# any1_ptw

**any1_ptw: signal wires on met2**

Cells faint in the background.
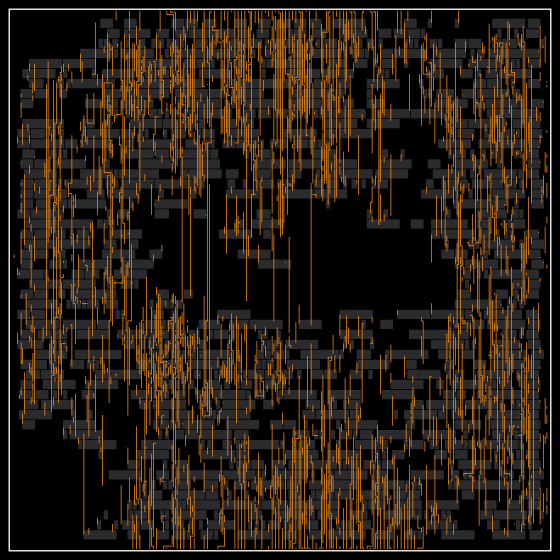

==> src/rtl/any1_ptw.sv <==
// -----------------------------------------------------------------------------
// any1_ptw - hardware page-table walker for the ANY-1 TLB.
//
// On a TLB miss it reads a two-level page table over a request/acknowledge
// memory read port, then writes the resulting entry into the TLB's random way.
// It reports completion or a page fault to the pipeline.
//
// Ports:
//   rst_i, clk_i       asynchronous active-high reset, clock
//   en_i               walker enable; misses are ignored while low
//   miss_i             TLB miss (level)
//   miss_adr_i         faulting virtual address
//   asid_i             current ASID
//   ptbr_i             page-table base (2 KB aligned, bits [10:0] ignored)
//   flush_i            abort the current walk
//   mem_req_o          memory read request
//   mem_adr_o          memory read address (8-byte aligned)
//   mem_ack_i          memory read data valid
//   mem_err_i          bus error, qualifies mem_ack_i
//   mem_dat_i          memory read data
//   wrtlb_o            TLB write strobe
//   tlbadr_o           TLB write address (bit 15 selects the random way)
//   tlbdat_o           TLB write data (PTE with [63:56] = ASID)
//   busy_o             walk in progress
//   done_o             one-cycle pulse: entry written
//   fault_o            one-cycle pulse: page fault, bus error or timeout
//   fault_adr_o        virtual address of the last fault
// All outputs are registered.
// -----------------------------------------------------------------------------
module any1_ptw #(
  parameter int unsigned PTE_VBIT = 55,
  parameter int unsigned TMO      = 255
) (
  input  logic        rst_i,
  input  logic        clk_i,
  input  logic        en_i,
  input  logic        miss_i,
  input  logic [31:0] miss_adr_i,
  input  logic [7:0]  asid_i,
  input  logic [31:0] ptbr_i,
  input  logic        flush_i,
  output logic        mem_req_o,
  output logic [31:0] mem_adr_o,
  input  logic        mem_ack_i,
  input  logic        mem_err_i,
  input  logic [63:0] mem_dat_i,
  output logic        wrtlb_o,
  output logic [15:0] tlbadr_o,
  output logic [63:0] tlbdat_o,
  output logic        busy_o,
  output logic        done_o,
  output logic        fault_o,
  output logic [31:0] fault_adr_o
);

  typedef enum logic [2:0] {
    S_IDLE, S_L1REQ, S_L2REQ, S_WRITE, S_DONE, S_FAULT, S_DRAIN
  } state_t;

  // Counter value in the last waiting cycle before the watchdog fires.
  localparam logic [7:0] CNT_LAST = 8'(TMO - 1);

  state_t      state, state_nxt;
  logic [31:0] va, va_nxt;
  logic [7:0]  asid, asid_nxt;
  logic [7:0]  cnt, cnt_nxt;
  logic        mem_req_nxt, wrtlb_nxt, done_nxt, fault_nxt, busy_nxt;
  logic [31:0] mem_adr_nxt, fault_adr_nxt;
  logic [15:0] tlbadr_nxt;
  logic [63:0] tlbdat_nxt;
  logic [31:0] l1_adr;
  logic [63:0] pte_asid;
  logic        timeout;

  assign timeout = (cnt == CNT_LAST);

  // NOTE: every signal written here gets a default first, so no path through
  // the case statement leaves one unassigned and no latch is inferred.
  always_comb begin
    state_nxt     = state;
    va_nxt        = va;
    asid_nxt      = asid;
    cnt_nxt       = cnt;
    mem_req_nxt   = 1'b0;
    mem_adr_nxt   = mem_adr_o;
    wrtlb_nxt     = 1'b0;
    tlbadr_nxt    = tlbadr_o;
    tlbdat_nxt    = tlbdat_o;
    done_nxt      = 1'b0;
    fault_nxt     = 1'b0;
    fault_adr_nxt = fault_adr_o;

    // L1 index replaces the ignored low bits of the table base.
    l1_adr        = ptbr_i;
    l1_adr[10:0]  = {miss_adr_i[31:24], 3'b000};
    // The PTE is already in TLB format; only the ASID field is substituted.
    pte_asid          = mem_dat_i;
    pte_asid[63:56]   = asid;

    unique case (state)
      S_IDLE: begin
        if (en_i && miss_i) begin
          va_nxt      = miss_adr_i;
          asid_nxt    = asid_i;
          cnt_nxt     = '0;
          mem_req_nxt = 1'b1;
          mem_adr_nxt = l1_adr;
          state_nxt   = S_L1REQ;
        end
      end
      S_L1REQ: begin
        if (mem_ack_i) begin
          // A flush coinciding with the ack has nothing left to drain.
          if (flush_i)                         state_nxt = S_IDLE;
          else if (mem_err_i || !mem_dat_i[0]) state_nxt = S_FAULT;
          else begin
            cnt_nxt     = '0;
            mem_req_nxt = 1'b1;
            mem_adr_nxt = {mem_dat_i[31:13], va[23:14], 3'b000};
            state_nxt   = S_L2REQ;
          end
        end else if (timeout) begin
          state_nxt = flush_i ? S_IDLE : S_FAULT;
        end else begin
          cnt_nxt     = cnt + 8'd1;
          mem_req_nxt = 1'b1;
          if (flush_i) state_nxt = S_DRAIN;
        end
      end
      S_L2REQ: begin
        if (mem_ack_i) begin
          if (flush_i)                                state_nxt = S_IDLE;
          else if (mem_err_i || !mem_dat_i[PTE_VBIT]) state_nxt = S_FAULT;
          else begin
            wrtlb_nxt  = 1'b1;
            tlbadr_nxt = {1'b1, 5'b00000, va[23:14]};
            tlbdat_nxt = pte_asid;
            state_nxt  = S_WRITE;
          end
        end else if (timeout) begin
          state_nxt = flush_i ? S_IDLE : S_FAULT;
        end else begin
          cnt_nxt     = cnt + 8'd1;
          mem_req_nxt = 1'b1;
          if (flush_i) state_nxt = S_DRAIN;
        end
      end
      S_WRITE: begin
        done_nxt  = 1'b1;
        state_nxt = S_DONE;
      end
      S_DRAIN: begin
        // Keep the request up until the outstanding read completes or the
        // watchdog gives up; neither case reports anything.
        if (mem_ack_i || timeout) state_nxt = S_IDLE;
        else begin
          cnt_nxt     = cnt + 8'd1;
          mem_req_nxt = 1'b1;
        end
      end
      default: state_nxt = S_IDLE;  // S_DONE, S_FAULT
    endcase

    // FAULT always leaves after one cycle, so reaching it here means entry.
    if (state_nxt == S_FAULT) begin
      fault_nxt     = 1'b1;
      fault_adr_nxt = va;
    end

    busy_nxt = (state_nxt != S_IDLE);
  end

  // NOTE: state registers use non-blocking assignments so every flop samples
  // the values settled before the edge, independent of statement order.
  always_ff @(posedge clk_i or posedge rst_i) begin
    if (rst_i) begin
      state       <= S_IDLE;
      va          <= '0;
      asid        <= '0;
      cnt         <= '0;
      mem_req_o   <= 1'b0;
      mem_adr_o   <= '0;
      wrtlb_o     <= 1'b0;
      tlbadr_o    <= '0;
      tlbdat_o    <= '0;
      busy_o      <= 1'b0;
      done_o      <= 1'b0;
      fault_o     <= 1'b0;
      fault_adr_o <= '0;
    end else begin
      state       <= state_nxt;
      va          <= va_nxt;
      asid        <= asid_nxt;
      cnt         <= cnt_nxt;
      mem_req_o   <= mem_req_nxt;
      mem_adr_o   <= mem_adr_nxt;
      wrtlb_o     <= wrtlb_nxt;
      tlbadr_o    <= tlbadr_nxt;
      tlbdat_o    <= tlbdat_nxt;
      busy_o      <= busy_nxt;
      done_o      <= done_nxt;
      fault_o     <= fault_nxt;
      fault_adr_o <= fault_adr_nxt;
    end
  end

endmodule

==> config.mk <==
export PLATFORM = sky130hd
export DESIGN_NAME = any1_ptw
export DESIGN_NICKNAME = d
export VERILOG_FILES = /design/src/rtl/any1_ptw.sv
export SDC_FILE = /design/constraint.sdc
export NUM_CORES = 1
export LEC_CHECK = 0
export ABC_AREA = 1
export CAP_MARGIN = 20
export CORE_MARGIN = 1.5
export CORE_UTILIZATION = 39
export CTS_CLUSTER_DIAMETER = 100
export CTS_CLUSTER_SIZE = 14
export DETAILED_ROUTE_END_ITERATION = 10
export HOLD_SLACK_MARGIN = 0.1
export PLACE_DENSITY = 0.73
export SLEW_MARGIN = 20
export SYNTH_ARGS = -nofsm -noshare
export SYNTH_HDL_FRONTEND = slang
export SYNTH_SLANG_ARGS = --single-unit
==> constraint.sdc <==
create_clock -name clk_i -period 9.2 [get_ports clk_i]
set_input_delay 1.84 -clock clk_i [delete_from_list [all_inputs] [get_ports clk_i]]
set_output_delay 1.84 -clock clk_i [all_outputs]
set_load 0.02 [all_outputs]
# uart_rx_ctrl

`src/rtl/uart_rx_ctrl.sv`:
```
// UART receive controller: start detection, oversampled majority voting and
// START/DATA/PARITY/STOP sequencing in front of the deserializer.
//   state  | meaning
//   IDLE   | line idle, waiting for a low level
//   START  | confirming the start bit at its mid-point vote
//   DATA   | shifting voted data bits into the deserializer
//   PARITY | checking the parity bit against the completed word
//   STOP   | checking the stop bit and reporting the frame
module uart_rx_ctrl #(
    parameter int DATA_BITS = 8
) (
    input  logic                 clk,
    input  logic                 rst,
    input  logic                 rx_in,
    input  logic [5:0]           prescale,
    input  logic                 par_en,
    input  logic                 par_typ,
    input  logic [DATA_BITS-1:0] p_data,
    output logic                 deser_en,
    output logic [4:0]           edge_cnt,
    output logic                 sampled_bit,
    output logic                 data_valid,
    output logic                 par_err,
    output logic                 stp_err,
    output logic                 busy
);

    localparam int BW = (DATA_BITS > 1) ? $clog2(DATA_BITS) : 1;
    localparam logic [BW-1:0] LAST_BIT = BW'(DATA_BITS - 1);

    typedef enum logic [2:0] {
        IDLE   = 3'd0,
        START  = 3'd1,
        DATA   = 3'd2,
        PARITY = 3'd3,
        STOP   = 3'd4
    } state_t;

    state_t        state_q, state_d;
    logic [4:0]    edge_cnt_q, edge_cnt_d;
    logic [BW-1:0] bit_cnt_q, bit_cnt_d;
    logic          smp0_q, smp0_d;
    logic          smp1_q, smp1_d;
    logic          sampled_bit_q, sampled_bit_d;
    logic          data_valid_q, data_valid_d;
    logic          par_err_q, par_err_d;
    logic          stp_err_q, stp_err_d;

    logic [5:0]    edge_ext;
    logic [5:0]    last_edge;
    logic [5:0]    mid_edge;
    logic          at_last;
    logic          at_smp0;
    logic          at_smp1;
    logic          at_smp2;

    assign edge_ext  = {1'b0, edge_cnt_q};
    assign last_edge = prescale - 6'd1;
    assign mid_edge  = {1'b0, prescale[5:1]};
    assign at_last   = (edge_ext == last_edge);
    assign at_smp0   = (edge_ext == mid_edge - 6'd1);
    assign at_smp1   = (edge_ext == mid_edge);
    assign at_smp2   = (edge_ext == mid_edge + 6'd1);

    // The detection cycle counts as edge 0, so the counter leaves IDLE at 1.
    always_comb begin
        edge_cnt_d = edge_cnt_q;
        if (state_q == IDLE) begin
            edge_cnt_d = rx_in ? 5'd0 : 5'd1;
        end else if (at_last) begin
            edge_cnt_d = 5'd0;
        end else begin
            edge_cnt_d = edge_cnt_q + 5'd1;
        end
    end

    always_comb begin
        smp0_d        = smp0_q;
        smp1_d        = smp1_q;
        sampled_bit_d = sampled_bit_q;
        if (state_q != IDLE) begin
            if (at_smp0) begin
                smp0_d = rx_in;
            end
            if (at_smp1) begin
                smp1_d = rx_in;
            end
            if (at_smp2) begin
                sampled_bit_d = (smp0_q & smp1_q) | (smp0_q & rx_in) | (smp1_q & rx_in);
            end
        end
    end

    always_comb begin
        state_d      = state_q;
        bit_cnt_d    = bit_cnt_q;
        data_valid_d = 1'b0;
        par_err_d    = par_err_q;
        stp_err_d    = stp_err_q;
        case (state_q)
            IDLE: begin
                if (!rx_in) begin
                    state_d   = START;
                    par_err_d = 1'b0;
                    stp_err_d = 1'b0;
                end
            end
            START: begin
                if (at_last) begin
                    if (sampled_bit_q) begin
                        state_d = IDLE;
                    end else begin
                        state_d   = DATA;
                        bit_cnt_d = '0;
                    end
                end
            end
            DATA: begin
                if (at_last) begin
                    if (bit_cnt_q == LAST_BIT) begin
                        state_d = par_en ? PARITY : STOP;
                    end else begin
                        bit_cnt_d = bit_cnt_q + 1'b1;
                    end
                end
            end
            PARITY: begin
                if (at_last) begin
                    par_err_d = sampled_bit_q ^ (^p_data) ^ par_typ;
                    state_d   = STOP;
                end
            end
            STOP: begin
                if (at_last) begin
                    stp_err_d    = ~sampled_bit_q;
                    data_valid_d = sampled_bit_q & ~par_err_q;
                    state_d      = IDLE;
                end
            end
            default: begin
                state_d = IDLE;
            end
        endcase
    end

    // Sample registers preload the idle line level so a stale vote never reads low.
    always_ff @(posedge clk or negedge rst) begin
        if (!rst) begin
            state_q       <= IDLE;
            edge_cnt_q    <= 5'd0;
            bit_cnt_q     <= '0;
            smp0_q        <= 1'b1;
            smp1_q        <= 1'b1;
            sampled_bit_q <= 1'b0;
            data_valid_q  <= 1'b0;
            par_err_q     <= 1'b0;
            stp_err_q     <= 1'b0;
        end else begin
            state_q       <= state_d;
            edge_cnt_q    <= edge_cnt_d;
            bit_cnt_q     <= bit_cnt_d;
            smp0_q        <= smp0_d;
            smp1_q        <= smp1_d;
            sampled_bit_q <= sampled_bit_d;
            data_valid_q  <= data_valid_d;
            par_err_q     <= par_err_d;
            stp_err_q     <= stp_err_d;
        end
    end

    assign deser_en    = (state_q == DATA);
    assign busy        = (state_q != IDLE);
    assign edge_cnt    = edge_cnt_q;
    assign sampled_bit = sampled_bit_q;
    assign data_valid  = data_valid_q;
    assign par_err     = par_err_q;
    assign stp_err     = stp_err_q;

endmodule

```
`config.mk`:
```
export PLATFORM = sky130hd
export DESIGN_NAME = uart_rx_ctrl
export DESIGN_NICKNAME = d
export VERILOG_FILES = /design/src/rtl/uart_rx_ctrl.sv
export SDC_FILE = /design/constraint.sdc
export NUM_CORES = 1
export LEC_CHECK = 0
export CORE_ASPECT_RATIO = 1.4
export CORE_MARGIN = 2
export CORE_UTILIZATION = 46
export CTS_CLUSTER_SIZE = 12
export DETAILED_ROUTE_END_ITERATION = 12
export PLACE_DENSITY_LB_ADDON = 0.2
export SYNTH_ARGS = -nofsm -noshare
export SYNTH_HDL_FRONTEND = slang
export SYNTH_SLANG_ARGS = --single-unit
```
`constraint.sdc`:
```
create_clock -name clk -period 1.9 [get_ports clk]
set_input_delay 0.57 -clock clk [delete_from_list [all_inputs] [get_ports clk]]
set_output_delay 0.57 -clock clk [all_outputs]
set_load 0.01 [all_outputs]
```

==> notes/layouts.md <==
Pictures saved along the way, in no particular order.

The metal 1 layer.
shot_01.png
Scale bar: 50 um. Supply wires on this layer in grey.
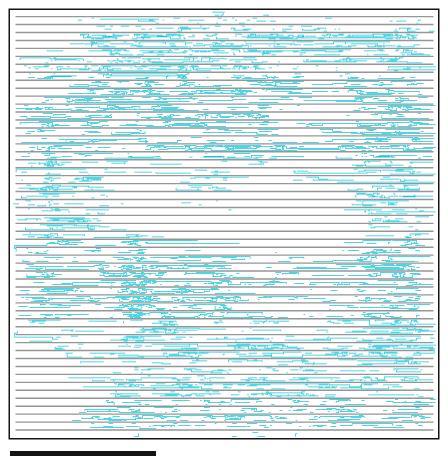
shot_02.png
Scale bar: 20 um. Supply wires on this layer in grey.
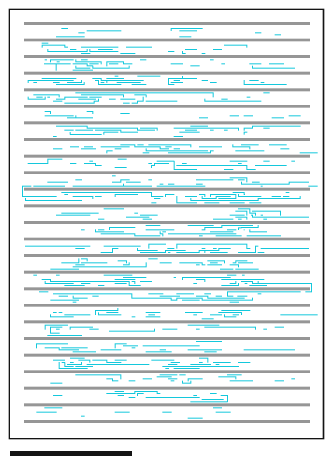
uart_rx_ctrl is shot_02.png.
any1_ptw is shot_01.png.
The one with the largest die is shot_01.png.

**uart_rx_ctrl: the metal 4 layer**

Supply wires on this layer in grey.
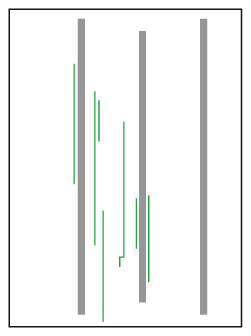
The layer holds 4.0% of the routed length. The longest straight run is 34.0 um.
drt total wl: 3.93 mm
via count: 1401

==> flow_metrics.py, uart_rx_ctrl <==
# Flow results
metrics = {
    "cells_and_area": {
        "final-comb-area_um2": 1100,
        "logic_gates": 122,
        "final_nets": 253,
        "comb_share": 0.479,
        "antenna_cells": 0,
        "finish.utilization": 0.752,
        "nNonClkInverters": 10,
    },
    "floorplanning": {
        "die_y_um": 70.2,
        "fp-utilization": 0.470,
        "io_pins": 30,
        "fp-row-count": 24,
        "tapCellCount": 39,
    },
    "yosys": {
        "ys_cells": 157,
        "yosysTopAreaCell": "dfrtp_1",
        "aoi_share": 0.112,
        "synth_nets": 183,
        "ys_sh_xor": 0.175,
        "edf_count": 0,
        "top_cells_by_area": "dfrtp_1 (26%), xnor2_1 (11%), ha_1 (6.1%)",
        "yosys_area_um2": 1440,
        "flop_cell": "dfrtp_1",
        "synth.distinct_cells": 46,
        "syn_inst": 157,
        "logic_family": "simple AND/OR/NAND/NOR gates",
    },
    "critical_path": {
        "reg2reg_slack_ns": -0.09,
        "cpMaxStageDelayCell": "or4_4",
        "max_stage_delay_ns": 0.54,
        "reg2reg_to": "bit_cnt_q[0]",
        "reg2reg_from": "bit_cnt_q[0]",
        "required_ns": 2.05,
        "crit_chain": "buf_8 -> clkinvlp_4 -> ha_4 -> nand2b_4 -> a21boi_2 -> o31ai_2 -> or4_4 -> mux2_4",
        "arrival_ns": 2.23,
        "end_kind": "register",
    },
    "route": {
        "drt_iter0_drc": 22,
        "wl_met1_mm": 1.41,
        "top_layer": "met4",
    },
    "sta": {
        "timing.final.crit_share": 1.09,
        "clock_skew_ns": 0.00637,
        "period_needed_ns": 2.08,
        "setup_ws_ns": -0.179,
        "finalMaxSlewViolations": 0,
        "setup_violations": 5,
        "hold_viol_final": 0,
    },
    "worst_hold_path": {
        "min_path_cells": 2,
        "holdCritStartpoint": "smp1_q",
        "hold_class": "reg2reg",
    },
    "clock_network": {
        "clock_latency_ns": 0.26,
        "cts_tree": "done",
        "cts_hold_buf": 0,
    },
    "pwr": {
        "cellPowerDensity_nw_per_um2": 1160,
        "seq_power_mw": 0.654,
        "p_comb_frac": 0.650,
    },
    "outcome": {
        "violations": "setup timing",
        "outcome": "finished, violations left",
    },
    "global_routing": {
        "grt.total_usage": 0.232,
        "grt_max_degree": 18,
        "use_met3": 0.0278,
        "met2_usage": 0.447,
    },
    "job": {
        "cap_violations": 0,
    },
    "placed_design": {
        "gp_congestion": 0.891,
        "post-place-cells": 255,
        "place_area_um2": 2090,
        "dp_hpwl_mm": 2.95,
    },
}
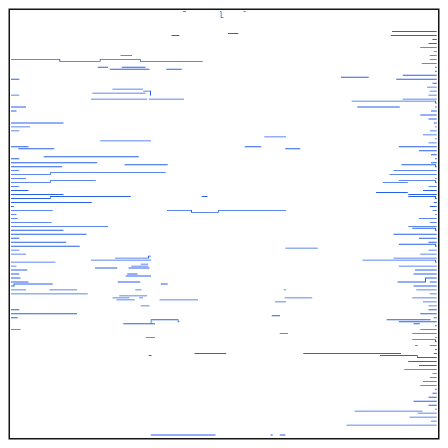
**Above:** any1_ptw (signal wires on met3).
The longest straight run is 39.3 um. The layer holds 8.0% of the routed length. The layer carries 1790 um of wire.
GR Util met3: 0.0575
via count: 6751
drt total wl: 22.2 mm

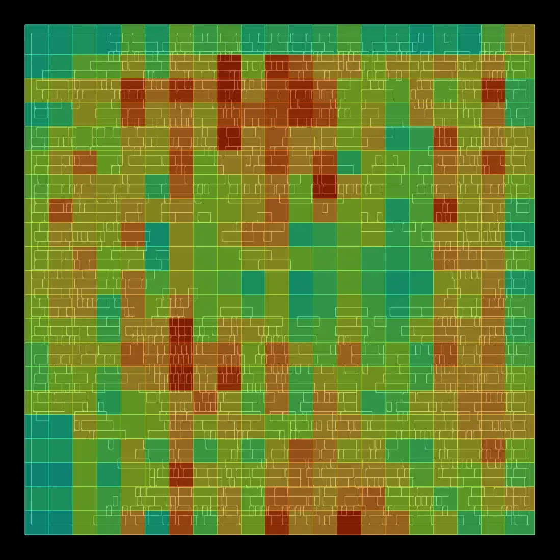
**Above:** any1_ptw (routing congestion).
met1 Resource Use GR: 0.266
Layout Utilization: 0.565
M2 GR Usage: 0.356
Total GRT Usage: 0.212
grt peak-use layer: met2

Notes on 'signal wires on met2' of any1_ptw above:
The longest straight run is 68.3 um. 992 nets have wire on it.

==> flow_metrics.py, any1_ptw <==
# Flow results
metrics = {
    "outcome": {
        "outcome": "finished, final reports clean",
    },
    "sta": {
        "setup_violations": 0,
        "fmax_mhz": 231,
        "relSlewSlack": 0.335,
        "finalMaxSlewViolations": 0,
        "finalHoldWorstSlack_ns": 0.465,
        "fin_setup_tns_ns": 0,
        "worst_pin_slew_ns": 0.995,
        "timing.final.crit_share": 0.471,
        "hold_viol_final": 0,
    },
    "placed_design": {
        "place_area_um2": 10800,
        "post-place-cells": 1363,
        "dp_hpwl_mm": 14.3,
        "io_buffers": 264,
    },
    "yosys": {
        "synth.distinct_cells": 31,
        "top_cells_by_count": "nand2_1 (369), dfrtp_1 (192), nor2_1 (50)",
        "top_area_frac": 0.599,
        "synth_seq_share": 0.599,
        "aoi_share": 0.0448,
        "async_reset_ff_frac": 1.00,
    },
    "critical_path": {
        "path_max_fanout": 67,
        "required_ns": 9.51,
        "startpoint_type": "input port",
        "endpoint": "tlbdat_o[36]",
        "r2r_cells": 9,
        "reg2reg_slack_ns": 5.92,
        "cpMaxStageDelayCell": "buf_4",
        "critPathLaunch": "mem_ack_i",
        "path_buffers": 4,
        "crit_chain": "clkdlybuf4s50_1 -> nand3_1 -> nor3_4 -> buf_4 -> inv_2 -> buf_4 -> nand2_1 -> nand2_1",
    },
    "pwr": {
        "peakVddDrop_v": 0.000151,
        "p_int_mw": 2.27,
        "p_sw_mw": 1.38,
        "top_power_group": "combinational cells",
        "comb-power_mw": 1.50,
        "power_frac_seq": 0.377,
        "cellPowerDensity_nw_per_um2": 319,
        "p_clk_frac": 0.211,
    },
    "cells_and_area": {
        "antenna_cells": 0,
        "post-route-cell-area_um2": 11400,
        "regArea_um2": 4800,
        "final_cell_mix": "nand2_1 (369), clkdlybuf4s50_1 (264), dfrtp_1 (192)",
        "syn_to_final_growth_pct": 42.6,
        "final.clkbuf_count": 19,
        "nNonClkBuffers": 271,
        "largest_register_ffs": 64,
        "clk_share": 0.0536,
        "top_register": "tlbdat_o",
    },
    "floorplanning": {
        "design.core.area_um2": 20200,
        "die-width_um": 146,
        "tapCellCount": 270,
        "io_pins": 292,
    },
    "route": {
        "firstDrtPassIters": 5,
        "wl_met2_mm": 10.9,
        "drt_iter0_drc": 363,
        "wl_met1_mm": 9.18,
        "post_drt_wl_per_cell_um": 15.9,
    },
    "clock_network": {
        "clock-sinks": 192,
        "post_cts_buffers": 0,
        "cts_resized": 0,
        "clk_path_buf_depth": 2,
    },
    "global_routing": {
        "grt_max_degree": 115,
        "grt_antenna_before_repair": 0,
    },
    "job": {
        "cap_violations": 0,
    },
    "worst_hold_path": {
        "holdCritStartpoint": "tlbdat_o[55]",
    },
}

# mjolnir_sink

**mjolnir_sink: the metal 4 layer**

Supply wires on this layer in grey.
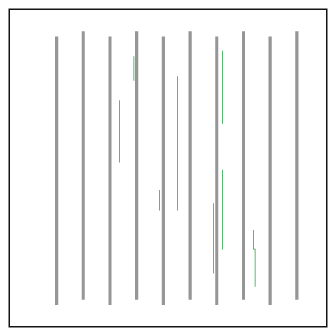

===== config.mk =====
export PLATFORM = sky130hd
export DESIGN_NAME = mjolnir_sink
export DESIGN_NICKNAME = d
export VERILOG_FILES = /design/src/rtl/mjolnir_sink.sv
export SDC_FILE = /design/constraint.sdc
export NUM_CORES = 1
export LEC_CHECK = 0
export CAP_MARGIN = 25
export CORE_MARGIN = 10
export CORE_UTILIZATION = 53
export CTS_BUF_LIST = sky130_fd_sc_hd__clkbuf_8
export DETAILED_ROUTE_END_ITERATION = 8
export PLACE_DENSITY = 0.82
export SLEW_MARGIN = 20
export SYNTH_ARGS = -nofsm -noshare
export SYNTH_HDL_FRONTEND = slang
export SYNTH_SLANG_ARGS = --single-unit

===== constraint.sdc =====
create_clock -name clk -period 4.4 [get_ports clk]
set_input_delay 1.32 -clock clk [delete_from_list [all_inputs] [get_ports clk]]
set_output_delay 1.32 -clock clk [all_outputs]
set_load 0.01 [all_outputs]

===== src/rtl/mjolnir_sink.sv =====
// Result-capture sink for the mjolnir adder: show-ahead FIFO of {cout, s}, sticky carry flag
// and an optional wide running accumulator enabled by the MJOLNIR_SINK_ACC_EN macro.
module mjolnir_sink #(
  parameter int K     = 64,
  parameter int DEPTH = 4
) (
  input  logic                     clk,
  input  logic                     rst,
  input  logic [K-1:0]             s,
  input  logic                     cout,
  input  logic                     in_valid,
  output logic                     in_ready,
  output logic [K:0]               out_data,
  output logic                     out_valid,
  input  logic                     out_ready,
  input  logic                     clr,
  output logic [$clog2(DEPTH):0]   count,
  output logic                     carry_seen,
  output logic [K+7:0]             acc,
  output logic                     acc_wrap
);

  localparam int PW = $clog2(DEPTH);
  localparam int CW = PW + 1;
  localparam int AW = K + 8;

  // Handshake: a transfer happens on a rising edge where valid && ready are both high.
  // in_ready and out_valid depend only on registered state, so a pop never enables a
  // same-cycle push into a full FIFO and producers may hold data freely while not ready.

  logic [K:0]    r_mem [DEPTH];
  logic [PW-1:0] r_wr_ptr;
  logic [PW-1:0] r_rd_ptr;
  logic [CW-1:0] r_count;
  logic          r_carry_seen;
  logic          w_push;
  logic          w_pop;

  assign in_ready   = (r_count != CW'(DEPTH));
  assign out_valid  = (r_count != '0);
  assign out_data   = r_mem[r_rd_ptr];
  assign count      = r_count;
  assign carry_seen = r_carry_seen;

  assign w_push = in_valid && in_ready;
  assign w_pop  = out_valid && out_ready;

  always_ff @(posedge clk) begin
    if (rst) begin
      r_wr_ptr     <= '0;
      r_rd_ptr     <= '0;
      r_count      <= '0;
      r_carry_seen <= 1'b0;
    end else if (clr) begin
      r_wr_ptr     <= '0;
      r_rd_ptr     <= '0;
      r_count      <= '0;
      r_carry_seen <= 1'b0;
    end else begin
      if (w_push) r_wr_ptr <= r_wr_ptr + PW'(1);
      if (w_pop)  r_rd_ptr <= r_rd_ptr + PW'(1);
      if (w_push && !w_pop)      r_count <= r_count + CW'(1);
      else if (w_pop && !w_push) r_count <= r_count - CW'(1);
      if (w_push && cout) r_carry_seen <= 1'b1;
    end
  end

  // Storage carries no reset; only a valid, non-flushed push writes it.
  always_ff @(posedge clk) begin
    if (w_push && !rst && !clr) r_mem[r_wr_ptr] <= {cout, s};
  end

`ifdef MJOLNIR_SINK_ACC_EN
  logic [AW-1:0] r_acc;
  logic          r_acc_wrap;
  logic [AW:0]   w_acc_sum;

  assign w_acc_sum = {1'b0, r_acc} + {{(AW-K){1'b0}}, cout, s};
  assign acc       = r_acc;
  assign acc_wrap  = r_acc_wrap;

  always_ff @(posedge clk) begin
    if (rst || clr) begin
      r_acc      <= '0;
      r_acc_wrap <= 1'b0;
    end else if (w_push) begin
      r_acc <= w_acc_sum[AW-1:0];
      if (w_acc_sum[AW]) r_acc_wrap <= 1'b1;
    end
  end
`else
  assign acc      = '0;
  assign acc_wrap = 1'b0;
`endif

endmodule


# bip_control_unit

==> config.mk <==
export PLATFORM = sky130hd
export DESIGN_NAME = bip_control_unit
export DESIGN_NICKNAME = d
export VERILOG_FILES = /design/src/rtl/bip_control_unit.sv
export SDC_FILE = /design/constraint.sdc
export NUM_CORES = 1
export LEC_CHECK = 0
export ABC_AREA = 1
export CAP_MARGIN = 20
export CORE_ASPECT_RATIO = 1.75
export CORE_MARGIN = 5
export CORE_UTILIZATION = 49
export DETAILED_ROUTE_END_ITERATION = 10
export PLACE_DENSITY = 0.8
export SLEW_MARGIN = 40
export SYNTH_ARGS = -nofsm -noshare
export SYNTH_HDL_FRONTEND = slang
export SYNTH_SLANG_ARGS = --single-unit
==> constraint.sdc <==
create_clock -name clk -period 1.7 [get_ports clk]
set_input_delay 0.425 -clock clk [delete_from_list [all_inputs] [get_ports clk]]
set_output_delay 0.425 -clock clk [all_outputs]
set_load 0.05 [all_outputs]
==> src/rtl/bip_control_unit.sv <==
// bip_control_unit: multi-cycle control FSM for the accumulator datapath.
// Drives the program counter, holds the instruction register and decodes
// Moore-style selects and strobes for accumulator, ALU and data RAM.
// Handshake: there is no valid/ready pair. Enable=1 lets the FSM advance
// one step per clock. Enable=0 freezes every register and forces the three
// strobes low. Because the strobes come only from the current state and IR,
// a stalled EXEC/MEM step simply repeats when Enable returns. It never
// fires twice.
module bip_control_unit #(
  parameter int AB = 11,
  parameter int DB = 16
) (
  input  logic          clk,
  input  logic          reset,
  input  logic          Enable,
  input  logic [DB-1:0] Instr,
  output logic [AB-1:0] PC,
  output logic [AB-1:0] Operand,
  output logic [1:0]    SelA,
  output logic          SelB,
  output logic          Op,
  output logic          WrAcc,
  output logic          WrRam,
  output logic          RdRam,
  output logic          Halted,
  output logic [DB-1:0] InstrCount
);

  localparam int OW = DB - AB;

  localparam logic [OW-1:0] OP_HLT  = OW'(0);
  localparam logic [OW-1:0] OP_STO  = OW'(1);
  localparam logic [OW-1:0] OP_LD   = OW'(2);
  localparam logic [OW-1:0] OP_LDI  = OW'(3);
  localparam logic [OW-1:0] OP_ADD  = OW'(4);
  localparam logic [OW-1:0] OP_ADDI = OW'(5);
  localparam logic [OW-1:0] OP_SUB  = OW'(6);
  localparam logic [OW-1:0] OP_SUBI = OW'(7);

  typedef enum logic [2:0] {
    S_FETCH  = 3'd0,
    S_DECODE = 3'd1,
    S_EXEC   = 3'd2,
    S_MEM    = 3'd3,
    S_HALT   = 3'd4
  } state_t;

  state_t        state_q, state_d;
  logic [AB-1:0] pc_q, pc_d;
  logic [DB-1:0] ir_q, ir_d;
  logic [DB-1:0] cnt_q, cnt_d;

  logic [OW-1:0] opcode;
  logic          wr_acc, wr_ram, rd_ram, halted;
  logic [1:0]    sel_a;
  logic          sel_b, alu_op;

  assign opcode = ir_q[DB-1:AB];

  // State, PC, IR and retired-instruction counter advance only while enabled.
  always_ff @(posedge clk or posedge reset) begin
    if (reset) begin
      state_q <= S_FETCH;
      pc_q    <= '0;
      ir_q    <= '0;
      cnt_q   <= '0;
    end else if (Enable) begin
      state_q <= state_d;
      pc_q    <= pc_d;
      ir_q    <= ir_d;
      cnt_q   <= cnt_d;
    end
  end

  // Next-state logic plus Moore decode of selects and raw (ungated) strobes.
  always_comb begin
    state_d = state_q;
    pc_d    = pc_q;
    ir_d    = ir_q;
    cnt_d   = cnt_q;
    wr_acc  = 1'b0;
    wr_ram  = 1'b0;
    rd_ram  = 1'b0;
    halted  = 1'b0;
    sel_a   = 2'b00;
    sel_b   = 1'b0;
    alu_op  = 1'b0;
    case (state_q)
      S_FETCH: begin
        state_d = S_DECODE;
      end
      S_DECODE: begin
        ir_d    = Instr;
        state_d = S_EXEC;
      end
      S_EXEC: begin
        // Single-step instructions retire here; memory reads go on to MEM.
        state_d = S_FETCH;
        pc_d    = pc_q + AB'(1);
        cnt_d   = cnt_q + DB'(1);
        case (opcode)
          OP_HLT: begin
            state_d = S_HALT;
            pc_d    = pc_q;
            cnt_d   = cnt_q;
          end
          OP_STO: wr_ram = 1'b1;
          OP_LDI: begin
            wr_acc = 1'b1;
            sel_a  = 2'b01;
          end
          OP_ADDI, OP_SUBI: begin
            wr_acc = 1'b1;
            sel_a  = 2'b10;
            sel_b  = 1'b1;
            alu_op = (opcode == OP_SUBI);
          end
          OP_LD, OP_ADD, OP_SUB: begin
            rd_ram  = 1'b1;
            state_d = S_MEM;
            pc_d    = pc_q;
            cnt_d   = cnt_q;
          end
          default: ;
        endcase
      end
      S_MEM: begin
        wr_acc  = 1'b1;
        if (opcode != OP_LD) begin
          sel_a  = 2'b10;
          sel_b  = 1'b0;
          alu_op = (opcode == OP_SUB);
        end
        pc_d    = pc_q + AB'(1);
        cnt_d   = cnt_q + DB'(1);
        state_d = S_FETCH;
      end
      S_HALT: begin
        halted = 1'b1;
      end
      default: state_d = S_FETCH;
    endcase
  end

  assign PC         = pc_q;
  assign Operand    = ir_q[AB-1:0];
  assign InstrCount = cnt_q;
  assign SelA       = sel_a;
  assign SelB       = sel_b;
  assign Op         = alu_op;
  assign WrAcc      = wr_acc & Enable;
  assign WrRam      = wr_ram & Enable;
  assign RdRam      = rd_ram & Enable;
  assign Halted     = halted;

endmodule

# seven_seg_scanner_flat

### config.mk
export PLATFORM = sky130hd
export DESIGN_NAME = seven_seg_scanner_flat
export DESIGN_NICKNAME = d
export VERILOG_FILES = /design/src/rtl/seven_seg_pkg.sv /design/src/rtl/seven_seg_scanner_if.sv /design/src/rtl/seven_seg_scanner_seg_glyph.sv /design/src/rtl/seven_seg_scanner.sv /design/src/flat_wrapper.sv
export SDC_FILE = /design/constraint.sdc
export NUM_CORES = 1
export LEC_CHECK = 0
export CORE_MARGIN = 3
export CORE_UTILIZATION = 45
export DETAILED_ROUTE_END_ITERATION = 8
export PLACE_DENSITY = 0.67
export SLEW_MARGIN = 20
export SYNTH_ARGS = -nofsm -noshare
export SYNTH_HDL_FRONTEND = slang
export SYNTH_SLANG_ARGS = --single-unit
### constraint.sdc
create_clock -name clk -period 7.98 [get_ports clk]
set_clock_uncertainty 0.2 [all_clocks]
set_input_delay 1.596 -clock clk [delete_from_list [all_inputs] [get_ports clk]]
set_output_delay 1.596 -clock clk [all_outputs]
set_load 0.02 [all_outputs]
### src/rtl/seven_seg_pkg.sv
// ---------------------------------------------------------------------------
// seven_seg_pkg
// Shared definitions for the seven-segment scanner: the segment bit order and
// the active-high glyph constants used by the decoder.
// ---------------------------------------------------------------------------
package seven_seg_pkg;

    // Segment bit positions inside a glyph: bit6..bit0 = g,f,e,d,c,b,a.
    localparam int SEG_A = 0;
    localparam int SEG_B = 1;
    localparam int SEG_C = 2;
    localparam int SEG_D = 3;
    localparam int SEG_E = 4;
    localparam int SEG_F = 5;
    localparam int SEG_G = 6;

    typedef logic [6:0] glyph_t;

    // Active-high glyphs (1 = segment lit).
    localparam glyph_t GLYPH_0     = 7'b0111111;
    localparam glyph_t GLYPH_1     = 7'b0000110;
    localparam glyph_t GLYPH_2     = 7'b1011011;
    localparam glyph_t GLYPH_3     = 7'b1001111;
    localparam glyph_t GLYPH_4     = 7'b1100110;
    localparam glyph_t GLYPH_5     = 7'b1101101;
    localparam glyph_t GLYPH_6     = 7'b1111101;
    localparam glyph_t GLYPH_7     = 7'b0000111;
    localparam glyph_t GLYPH_8     = 7'b1111111;
    localparam glyph_t GLYPH_9     = 7'b1101111;
    localparam glyph_t GLYPH_A     = 7'b1110111;
    localparam glyph_t GLYPH_B     = 7'b1111100;
    localparam glyph_t GLYPH_C     = 7'b0111001;
    localparam glyph_t GLYPH_D     = 7'b1011110;
    localparam glyph_t GLYPH_E     = 7'b1111001;
    localparam glyph_t GLYPH_F     = 7'b1110001;
    localparam glyph_t GLYPH_DASH  = 7'b1000000;
    localparam glyph_t GLYPH_BLANK = 7'b0000000;

endpackage : seven_seg_pkg

### src/rtl/seven_seg_scanner_if.sv
// ---------------------------------------------------------------------------
// seven_seg_scanner_if
// Bundles the scanner's content inputs and display pins.
//   value    : packed nibbles, nibble i is digit i (digit 0 rightmost)
//   load     : capture value/dp_mask/hex_mode/blank_lz into the shadow
//   hex_mode : 1 = hex glyphs, 0 = decimal (10..15 show a dash)
//   blank_lz : 1 = suppress leading zeros
//   dp_mask  : decimal point enable per digit
//   seg/dp/an: display pins (polarity chosen by the scanner)
// master = content producer / pin observer, slave = the scanner.
// ---------------------------------------------------------------------------
interface seven_seg_scanner_if #(
    parameter int DIGITS = 4
);
    logic [4*DIGITS-1:0] value;
    logic                load;
    logic                hex_mode;
    logic                blank_lz;
    logic [DIGITS-1:0]   dp_mask;
    logic [6:0]          seg;
    logic                dp;
    logic [DIGITS-1:0]   an;

    modport master (
        output value, load, hex_mode, blank_lz, dp_mask,
        input  seg, dp, an
    );

    modport slave (
        input  value, load, hex_mode, blank_lz, dp_mask,
        output seg, dp, an
    );
endinterface : seven_seg_scanner_if

### src/rtl/seven_seg_scanner_seg_glyph.sv
// ---------------------------------------------------------------------------
// seg_glyph
// Combinational nibble -> active-high seven-segment glyph.
//   nibble   : digit value 0..15
//   hex_mode : 1 = show 0-F, 0 = decimal (10..15 become a dash)
//   blank    : force all segments off
//   glyph    : bit6..bit0 = g,f,e,d,c,b,a, 1 = lit
// ---------------------------------------------------------------------------
module seg_glyph
    import seven_seg_pkg::*;
(
    input  logic [3:0] nibble,
    input  logic       hex_mode,
    input  logic       blank,
    output glyph_t     glyph
);

    always_comb begin
        // NOTE: default assignment first so every path drives glyph and no latch is inferred.
        glyph = GLYPH_BLANK;
        if (!blank) begin
            if (!hex_mode && (nibble >= 4'd10)) begin
                glyph = GLYPH_DASH;
            end else begin
                case (nibble)
                    4'h0: glyph = GLYPH_0;
                    4'h1: glyph = GLYPH_1;
                    4'h2: glyph = GLYPH_2;
                    4'h3: glyph = GLYPH_3;
                    4'h4: glyph = GLYPH_4;
                    4'h5: glyph = GLYPH_5;
                    4'h6: glyph = GLYPH_6;
                    4'h7: glyph = GLYPH_7;
                    4'h8: glyph = GLYPH_8;
                    4'h9: glyph = GLYPH_9;
                    4'hA: glyph = GLYPH_A;
                    4'hB: glyph = GLYPH_B;
                    4'hC: glyph = GLYPH_C;
                    4'hD: glyph = GLYPH_D;
                    4'hE: glyph = GLYPH_E;
                    4'hF: glyph = GLYPH_F;
                    default: glyph = GLYPH_DASH;
                endcase
            end
        end
    end

endmodule : seg_glyph

### src/rtl/seven_seg_scanner.sv
// ---------------------------------------------------------------------------
// seven_seg_scanner
// Time-multiplexed multi-digit seven-segment driver. Content is latched into
// shadow registers on load; one digit is shown per refresh slot, with the
// first cycle of each slot keeping all anodes off to avoid ghosting.
//   clk : system clock
//   rst : asynchronous, active-high reset
//   bus : seven_seg_scanner_if.slave (content inputs, seg/dp/an pins)
// Parameters: DIGITS (1..8), REFRESH_DIV (>=2 cycles per slot),
//             ACTIVE_LOW (1 = pins active-low).
// ---------------------------------------------------------------------------
module seven_seg_scanner
    import seven_seg_pkg::*;
#(
    parameter int DIGITS      = 4,
    parameter int REFRESH_DIV = 50000,
    parameter int ACTIVE_LOW  = 1
) (
    input  logic                clk,
    input  logic                rst,
    seven_seg_scanner_if.slave  bus
);

    localparam int CNT_W = $clog2(REFRESH_DIV);
    localparam int IDX_W = (DIGITS > 1) ? $clog2(DIGITS) : 1;
    localparam logic [CNT_W-1:0] CNT_LAST = CNT_W'(REFRESH_DIV - 1);
    localparam logic [IDX_W-1:0] IDX_LAST = IDX_W'(DIGITS - 1);
    localparam bit INV = (ACTIVE_LOW != 0);

    // Shadow copy of the displayed content.
    logic [4*DIGITS-1:0] sh_value;
    logic [DIGITS-1:0]   sh_dp_mask;
    logic                sh_hex_mode;
    logic                sh_blank_lz;

    // Scan state.
    logic [CNT_W-1:0] cnt;
    logic [IDX_W-1:0] idx;
    logic [CNT_W-1:0] cnt_nxt;
    logic [IDX_W-1:0] idx_nxt;

    // Output registers, already in pin polarity.
    logic [6:0]        seg_r;
    logic              dp_r;
    logic [DIGITS-1:0] an_r;

    logic [DIGITS-1:0] lz_mask;
    logic              upper_zero;
    logic [3:0]        sel_nibble;
    logic              sel_blank;
    logic              sel_dp;
    logic [DIGITS-1:0] an_act;
    glyph_t            glyph;

    // Next scan position. Outputs are registered from the next position so
    // that the anode and the glyph for a new slot appear on the same edge.
    always_comb begin
        cnt_nxt = cnt + CNT_W'(1);
        idx_nxt = idx;
        if (cnt == CNT_LAST) begin
            cnt_nxt = '0;
            idx_nxt = (idx == IDX_LAST) ? '0 : idx + IDX_W'(1);
        end
    end

    // Leading-zero mask: walk from the top digit down while every nibble seen
    // so far is zero. Digit 0 is never blanked.
    always_comb begin
        // NOTE: upper_zero is a running combinational temporary, so blocking assignment is intended here.
        upper_zero = 1'b1;
        lz_mask    = '0;
        for (int i = DIGITS - 1; i >= 0; i--) begin
            upper_zero = upper_zero & (sh_value[4*i +: 4] == 4'd0);
            if (i > 0) begin
                lz_mask[i] = sh_blank_lz & upper_zero;
            end
        end
    end

    always_comb begin
        sel_nibble = sh_value[4*int'(idx_nxt) +: 4];
        sel_blank  = lz_mask[idx_nxt];
        sel_dp     = sh_dp_mask[idx_nxt];
        // Count 0 of every slot is the ghost guard: no anode enabled.
        an_act     = (cnt_nxt == '0) ? '0 : (DIGITS'(1) << idx_nxt);
    end

    seg_glyph u_glyph (
        .nibble   (sel_nibble),
        .hex_mode (sh_hex_mode),
        .blank    (sel_blank),
        .glyph    (glyph)
    );

    // Shadow registers: only these feed the display path, so a load never
    // tears a frame with a mix of live and latched inputs.
    always_ff @(posedge clk or posedge rst) begin
        if (rst) begin
            // NOTE: the shadow is reset so the display shows a defined value before the first load.
            sh_value    <= '0;
            sh_dp_mask  <= '0;
            sh_hex_mode <= 1'b0;
            sh_blank_lz <= 1'b0;
        end else if (bus.load) begin
            sh_value    <= bus.value;
            sh_dp_mask  <= bus.dp_mask;
            sh_hex_mode <= bus.hex_mode;
            sh_blank_lz <= bus.blank_lz;
        end
    end

    // Scan counters and output registers; polarity applied here.
    always_ff @(posedge clk or posedge rst) begin
        if (rst) begin
            cnt   <= '0;
            idx   <= '0;
            seg_r <= {7{INV}};
            dp_r  <= INV;
            an_r  <= {DIGITS{INV}};
        end else begin
            cnt   <= cnt_nxt;
            idx   <= idx_nxt;
            seg_r <= glyph ^ {7{INV}};
            dp_r  <= sel_dp ^ INV;
            an_r  <= an_act ^ {DIGITS{INV}};
        end
    end

    assign bus.seg = seg_r;
    assign bus.dp  = dp_r;
    assign bus.an  = an_r;

endmodule : seven_seg_scanner
### src/flat_wrapper.sv
// flat-port wrapper written by rule: the top's interface ports become plain ports
module seven_seg_scanner_flat import seven_seg_pkg::*;
#(
    parameter int DIGITS      = 4,
    parameter int REFRESH_DIV = 50000,
    parameter int ACTIVE_LOW  = 1
)
  (clk, rst, bus_value, bus_load, bus_hex_mode, bus_blank_lz, bus_dp_mask, bus_seg, bus_dp, bus_an);
  seven_seg_scanner_if #(.DIGITS(DIGITS)) bus_i ();
  input  logic clk;
  input  logic rst;
  input wire logic [$bits(bus_i.value)-1:0] bus_value;
  input wire logic [$bits(bus_i.load)-1:0] bus_load;
  input wire logic [$bits(bus_i.hex_mode)-1:0] bus_hex_mode;
  input wire logic [$bits(bus_i.blank_lz)-1:0] bus_blank_lz;
  input wire logic [$bits(bus_i.dp_mask)-1:0] bus_dp_mask;
  output wire logic [$bits(bus_i.seg)-1:0] bus_seg;
  output wire logic [$bits(bus_i.dp)-1:0] bus_dp;
  output wire logic [$bits(bus_i.an)-1:0] bus_an;
  assign bus_i.value = bus_value;
  assign bus_i.load = bus_load;
  assign bus_i.hex_mode = bus_hex_mode;
  assign bus_i.blank_lz = bus_blank_lz;
  assign bus_i.dp_mask = bus_dp_mask;
  assign bus_seg = bus_i.seg;
  assign bus_dp = bus_i.dp;
  assign bus_an = bus_i.an;
  seven_seg_scanner #(.DIGITS(DIGITS), .REFRESH_DIV(REFRESH_DIV), .ACTIVE_LOW(ACTIVE_LOW)) u_core (.clk(clk), .rst(rst), .bus(bus_i));
endmodule
**mjolnir_sink: signal wires on met2**

Cells faint in the background.
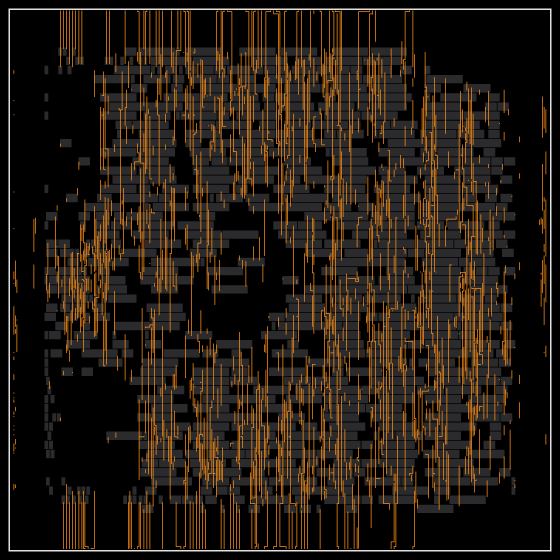
The wires run mostly vertical. 682 nets have wire on it. The layer carries 10300 um of wire. The layer holds 52% of the routed length.
drt total wl: 19.9 mm
via count: 4772
M2 GR Usage: 0.257

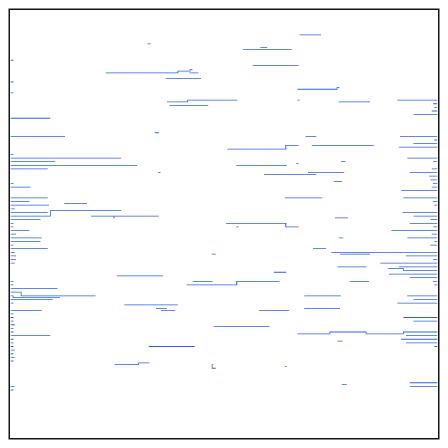
**Above:** mjolnir_sink (signal wires on met3).
The wires run mostly horizontal. The layer holds 7.6% of the routed length. The longest straight run is 47.1 um. The layer carries 1520 um of wire. 132 nets have wire on it.
GR Util met3: 0.0524

## Picture notes: 'the metal 4 layer' of mjolnir_sink
The longest straight run is 68.0 um. The layer carries 263 um of wire. The layer holds 1.3% of the routed length.

==> flow_metrics.py, mjolnir_sink <==
# Flow results
metrics = {
    "critical_path": {
        "timing_worst_setup_path_type": "reg2out",
        "cpLargestDelayFamily": "buffers and inverters",
        "r2r_cells": 7,
        "reg2reg_to": "count[2]",
        "crit_chain": "buf_12 -> mux4_2 -> clkdlybuf4s50_1",
        "max_stage_delay_ns": 0.65,
    },
    "outcome": {
        "outcome": "finished, final reports clean",
    },
    "route": {
        "dr_wl_met3_mm": 1.52,
    },
    "cells_and_area": {
        "clk_share": 0.0552,
        "ff_count": 270,
        "fill_cells": 1310,
        "final_cell_mix": "edfxtp_1 (260), clkdlybuf4s50_1 (140), conb_1 (73)",
        "comb_share": 0.161,
        "final_nets": 716,
    },
    "yosys": {
        "aoi_share": 0.00501,
        "ys_sh_mux": 0.141,
    },
    "pwr": {
        "cellPowerDensity_nw_per_um2": 394,
        "pg_clk_mw": 1.73,
    },
    "clock_network": {
        "numCtsBuffers": 41,
        "cts_tree": "done",
        "clock_latency_ns": 0.52,
    },
    "sta": {
        "finalHoldWorstSlack_ns": 0.544,
        "finalMaxSlewViolations": 0,
        "worst_pin_slew_ns": 0.667,
        "timing.final.crit_share": 0.878,
    },
    "placed_design": {
        "dp_hpwl_mm": 13.2,
        "post-place-cells": 862,
    },
    "floorplanning": {
        "chip_area_um2": 25800,
    },
    "global_routing": {
        "busiest_layer": "met2",
        "grt_antenna_before_repair": 0,
    },
}
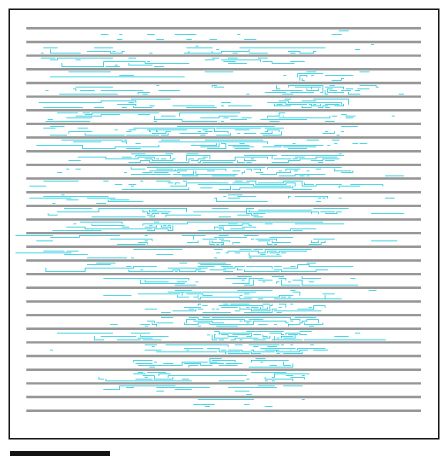
**Above:** seven_seg_scanner_flat (the metal 1 layer).
Scale bar: 20 um. Supply wires on this layer in grey.
283 nets have wire on it. The wires run mostly horizontal.
drt total wl: 5.68 mm
met1 Resource Use GR: 0.248
via count: 2095

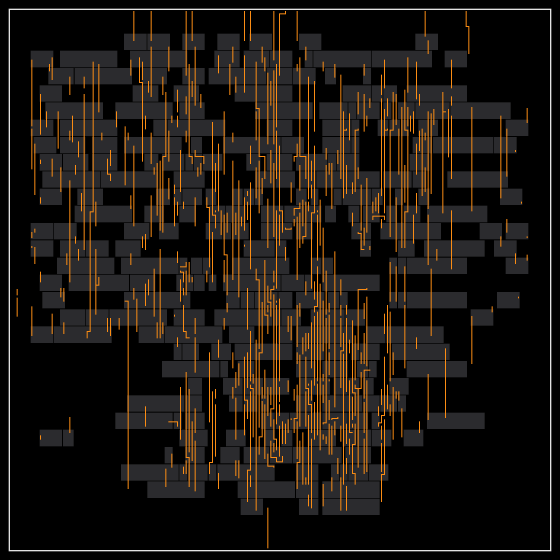
**Above:** seven_seg_scanner_flat (signal wires on met2).
Cells faint in the background.
The layer holds 45% of the routed length. The layer carries 2540 um of wire. The longest straight run is 29.6 um. The wires run mostly vertical.
M2 GR Usage: 0.247

==> flow_metrics.py, seven_seg_scanner_flat <==
# Flow results
metrics = {
    "cells_and_area": {
        "ff_count": 52,
        "post-route-cell-area_um2": 3310,
        "nonClkBufAreaFrac": 0.109,
        "dominant-cell-class": "multi-input combinational cells",
        "fill_cells": 506,
        "clk_share": 0.0287,
        "seq_share": 0.397,
        "instances_no_fill": 366,
        "final.clkbuf_count": 5,
        "final_cell_mix": "dfrtp_1 (40), clkdlybuf4s50_1 (36), mux2_2 (23), nand2_1 (23), nor2_1 (17)",
        "syn_to_final_growth_pct": 17.3,
        "nNonClkBuffers": 36,
    },
    "global_routing": {
        "grt_remaining_overflow": 0,
        "grt_antenna_before_repair": 0,
        "grt_pass1_wl_mm": 9.80,
        "use_met3": 0.0417,
    },
    "pwr": {
        "top_power_group": "sequential cells",
        "switching_share": 0.274,
    },
    "route": {
        "via_per_inst": 5.72,
        "wl_met1_mm": 2.81,
        "dr_wl_met3_um": 252,
        "top_layer": "met4",
    },
    "critical_path": {
        "worst-path-stages": 12,
        "crit_chain": "ha_1 -> nand3_1 -> nor4_4 -> mux2i_1 -> clkinv_1 -> a211o_1 -> nand2_1 -> inv_1 -> ha_1 -> a221o_1 -> a32oi_4 -> o311ai_1",
        "path_max_fanout": 11,
        "startpoint_type": "register",
        "critPathLaunch": "u_core.cnt[0]",
        "end_kind": "register",
    },
    "yosys": {
        "adder_share": 0.0354,
        "ys_sh_xor": 0.0589,
        "async_reset_ff_frac": 1.00,
        "synth_seq_share": 0.466,
        "synth_nets": 292,
        "ys.flops": 52,
        "synth_area_per_cell_um2": 10.9,
        "synth_warnings": 0,
    },
    "sta": {
        "worst_pin_slew_ns": 0.944,
        "setup_violations": 0,
        "fin_setup_tns_ns": 0,
        "rsz0062_at_grt": "false",
        "timing.final.crit_share": 0.600,
        "finalMaxSlewViolations": 0,
    },
    "floorplanning": {
        "die-width_um": 85.3,
        "io_pins": 37,
    },
    "clock_network": {
        "root_buffer": "clkbuf_8",
        "clock-sinks": 52,
        "clk_path_buf_depth": 2,
    },
    "worst_hold_path": {
        "min_to": "u_core.cnt[0]",
    },
    "outcome": {
        "outcome": "finished, final reports clean",
    },
}
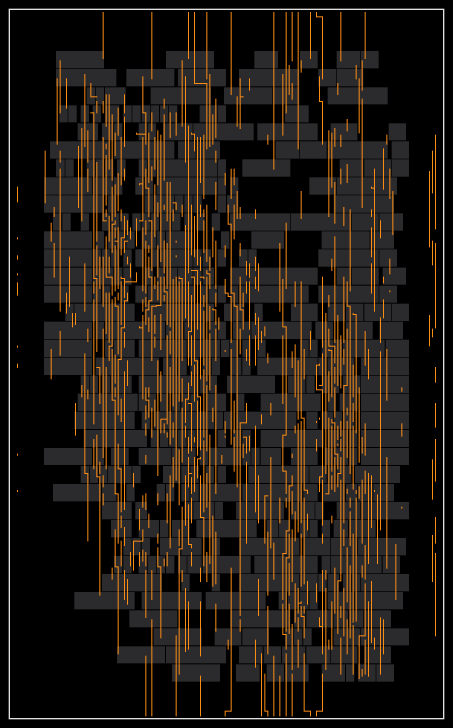
**Above:** bip_control_unit (signal wires on met2).
Cells faint in the background.
The longest straight run is 30.6 um. The layer carries 3540 um of wire. The layer holds 55% of the routed length. The wires run mostly vertical. 365 nets have wire on it.
M2 GR Usage: 0.373
drt total wl: 6.43 mm
via count: 2442

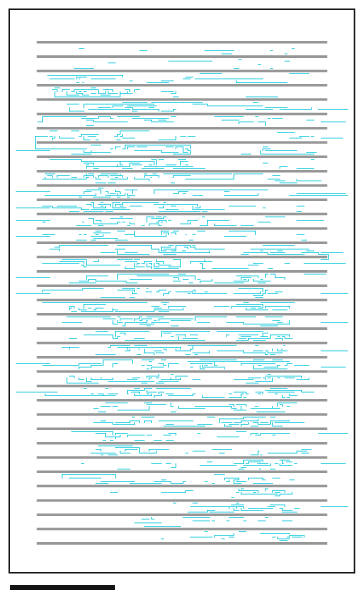
**Above:** bip_control_unit (the metal 1 layer).
Scale bar: 20 um. Supply wires on this layer in grey.
The longest straight run is 21.6 um. The layer holds 38% of the routed length. The layer carries 2450 um of wire. 377 nets have wire on it. The wires run mostly horizontal.
met1 Resource Use GR: 0.214

==> flow_metrics.py, bip_control_unit <==
# Flow results
metrics = {
    "pwr": {
        "p_int_mw": 2.83,
        "power_frac_seq": 0.334,
        "p_sw_mw": 2.32,
        "power.total_mw": 5.15,
        "switching_share": 0.451,
        "pg_clk_mw": 0.683,
    },
    "sta": {
        "relSlewSlack": 0.784,
        "worst_pin_slew_ns": 0.323,
        "setup_ws_ns": -0.223,
        "finalMaxSlewViolations": 0,
        "rsz0062_at_grt": "true",
        "setup_violations": 8,
    },
    "global_routing": {
        "grt_remaining_overflow": 0,
        "grt_max_degree": 28,
        "grt.total_usage": 0.196,
        "busiest_layer": "met2",
    },
    "route": {
        "drtAntennaViolNets": 0,
        "top_layer": "met4",
        "post_drt_wl_per_cell_um": 13.8,
        "drc": 0,
        "wl_met1_mm": 2.45,
        "dr_wl_met3_um": 282,
    },
    "floorplanning": {
        "fp-row-count": 35,
        "fp-utilization": 0.499,
        "design.core.area_um2": 5260,
        "chip_area_um2": 6970,
        "die_y_um": 107,
    },
    "cells_and_area": {
        "ff_count": 46,
        "logic_gates": 250,
        "finish.utilization": 0.738,
        "final_nets": 431,
        "clk_share": 0.0245,
        "lay_top_count": "nand2_1",
        "instances_no_fill": 466,
    },
    "clock_network": {
        "clock-sinks": 46,
        "post_cts_buffers": 4,
        "numCtsBuffers": 5,
        "cts.clk_slew.worst_paths_ns": 0.09,
        "root_buffer": "clkbuf_8",
        "cts_resized": 21,
    },
    "worst_hold_path": {
        "hold_class": "in2async",
    },
    "yosys": {
        "ys_sh_mux": 0.0515,
        "synth_warnings": 0,
        "top_area_frac": 0.439,
        "flop_cell": "dfrtp_1",
        "ys_sh_simple": 0.324,
        "adder_share": 0.00954,
        "aoi_share": 0.0382,
        "ys.flops": 46,
        "syn_inst": 340,
    },
    "placed_design": {
        "io_buffers": 64,
        "gp_congestion": 0.848,
        "place_area_um2": 3670,
        "pre_cts_ws_ns": -0.271,
        "dp_hpwl_mm": 4.77,
    },
    "critical_path": {
        "max_stage_delay_ns": 0.43,
        "path_max_fanout": 3,
        "critPathLaunch": "state_q[2]",
        "reg2reg_from": "ir_q[14]",
        "crit_chain": "inv_2 -> nand3_4 -> nor2_4 -> nand2_4 -> clkinvlp_4 -> nor2_4 -> nor2_4 -> buf_12",
        "cpLargestDelayFamily": "simple AND/OR/NAND/NOR gates",
    },
    "outcome": {
        "violations": "setup timing",
        "outcome": "finished, violations left",
    },
    "job": {
        "warning_count": 29,
    },
}

==> screenshots <==
Routing congestion.
(a)
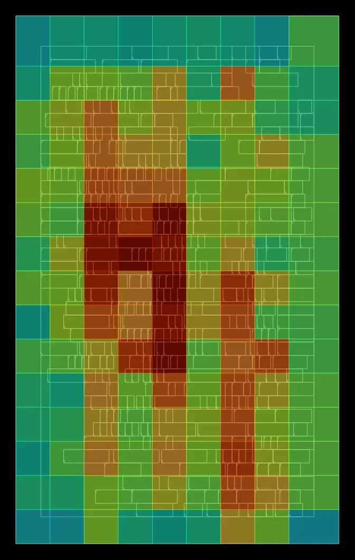
(b)
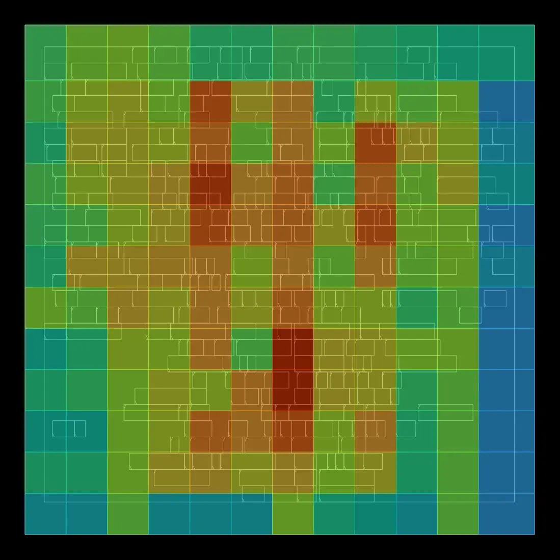
(c)
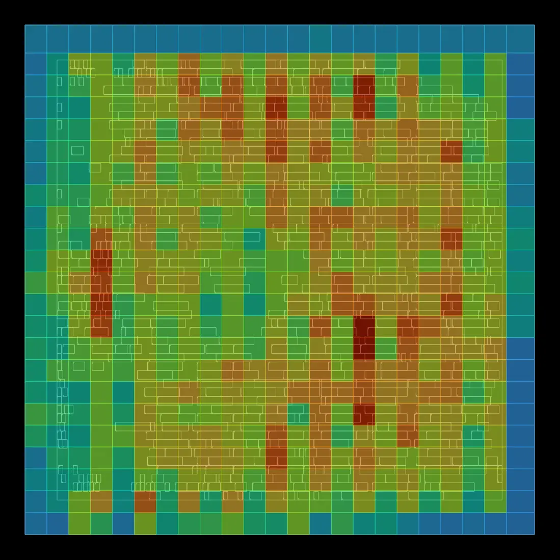
(a) comes from bip_control_unit.
(b) comes from seven_seg_scanner_flat.
(c) comes from mjolnir_sink.
Of these, lowest utilization: (b)



==> notes/layouts.md <==
Pictures saved along the way, in no particular order.

Signal wires on met3.
image #1
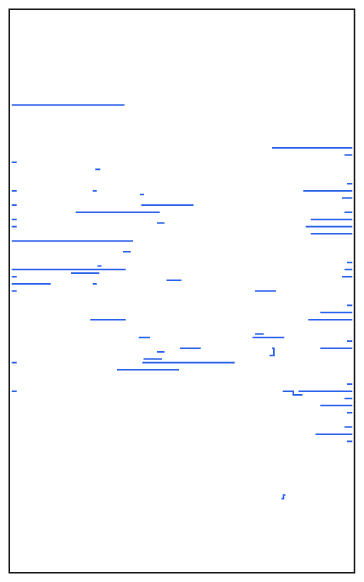
image #2
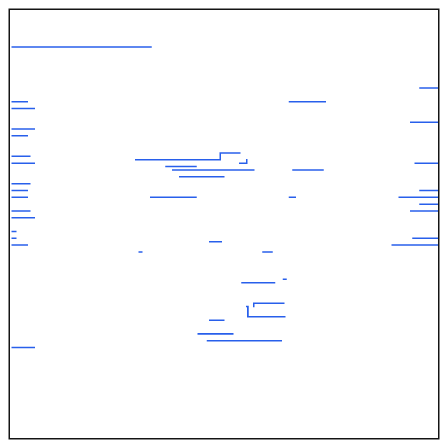
image #3
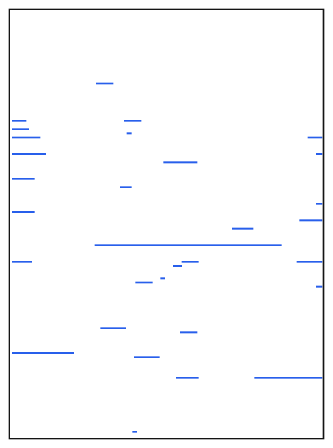
For uart_rx_ctrl, see image #3.
For bip_control_unit, see image #1.
For seven_seg_scanner_flat, see image #2.

Key to image #2:
39 nets have wire on it. The layer holds 4.5% of the routed length. The longest straight run is 27.6 um. The wires run mostly horizontal.

Power figures rest on the tool's default switching activity, not on a simulated workload.
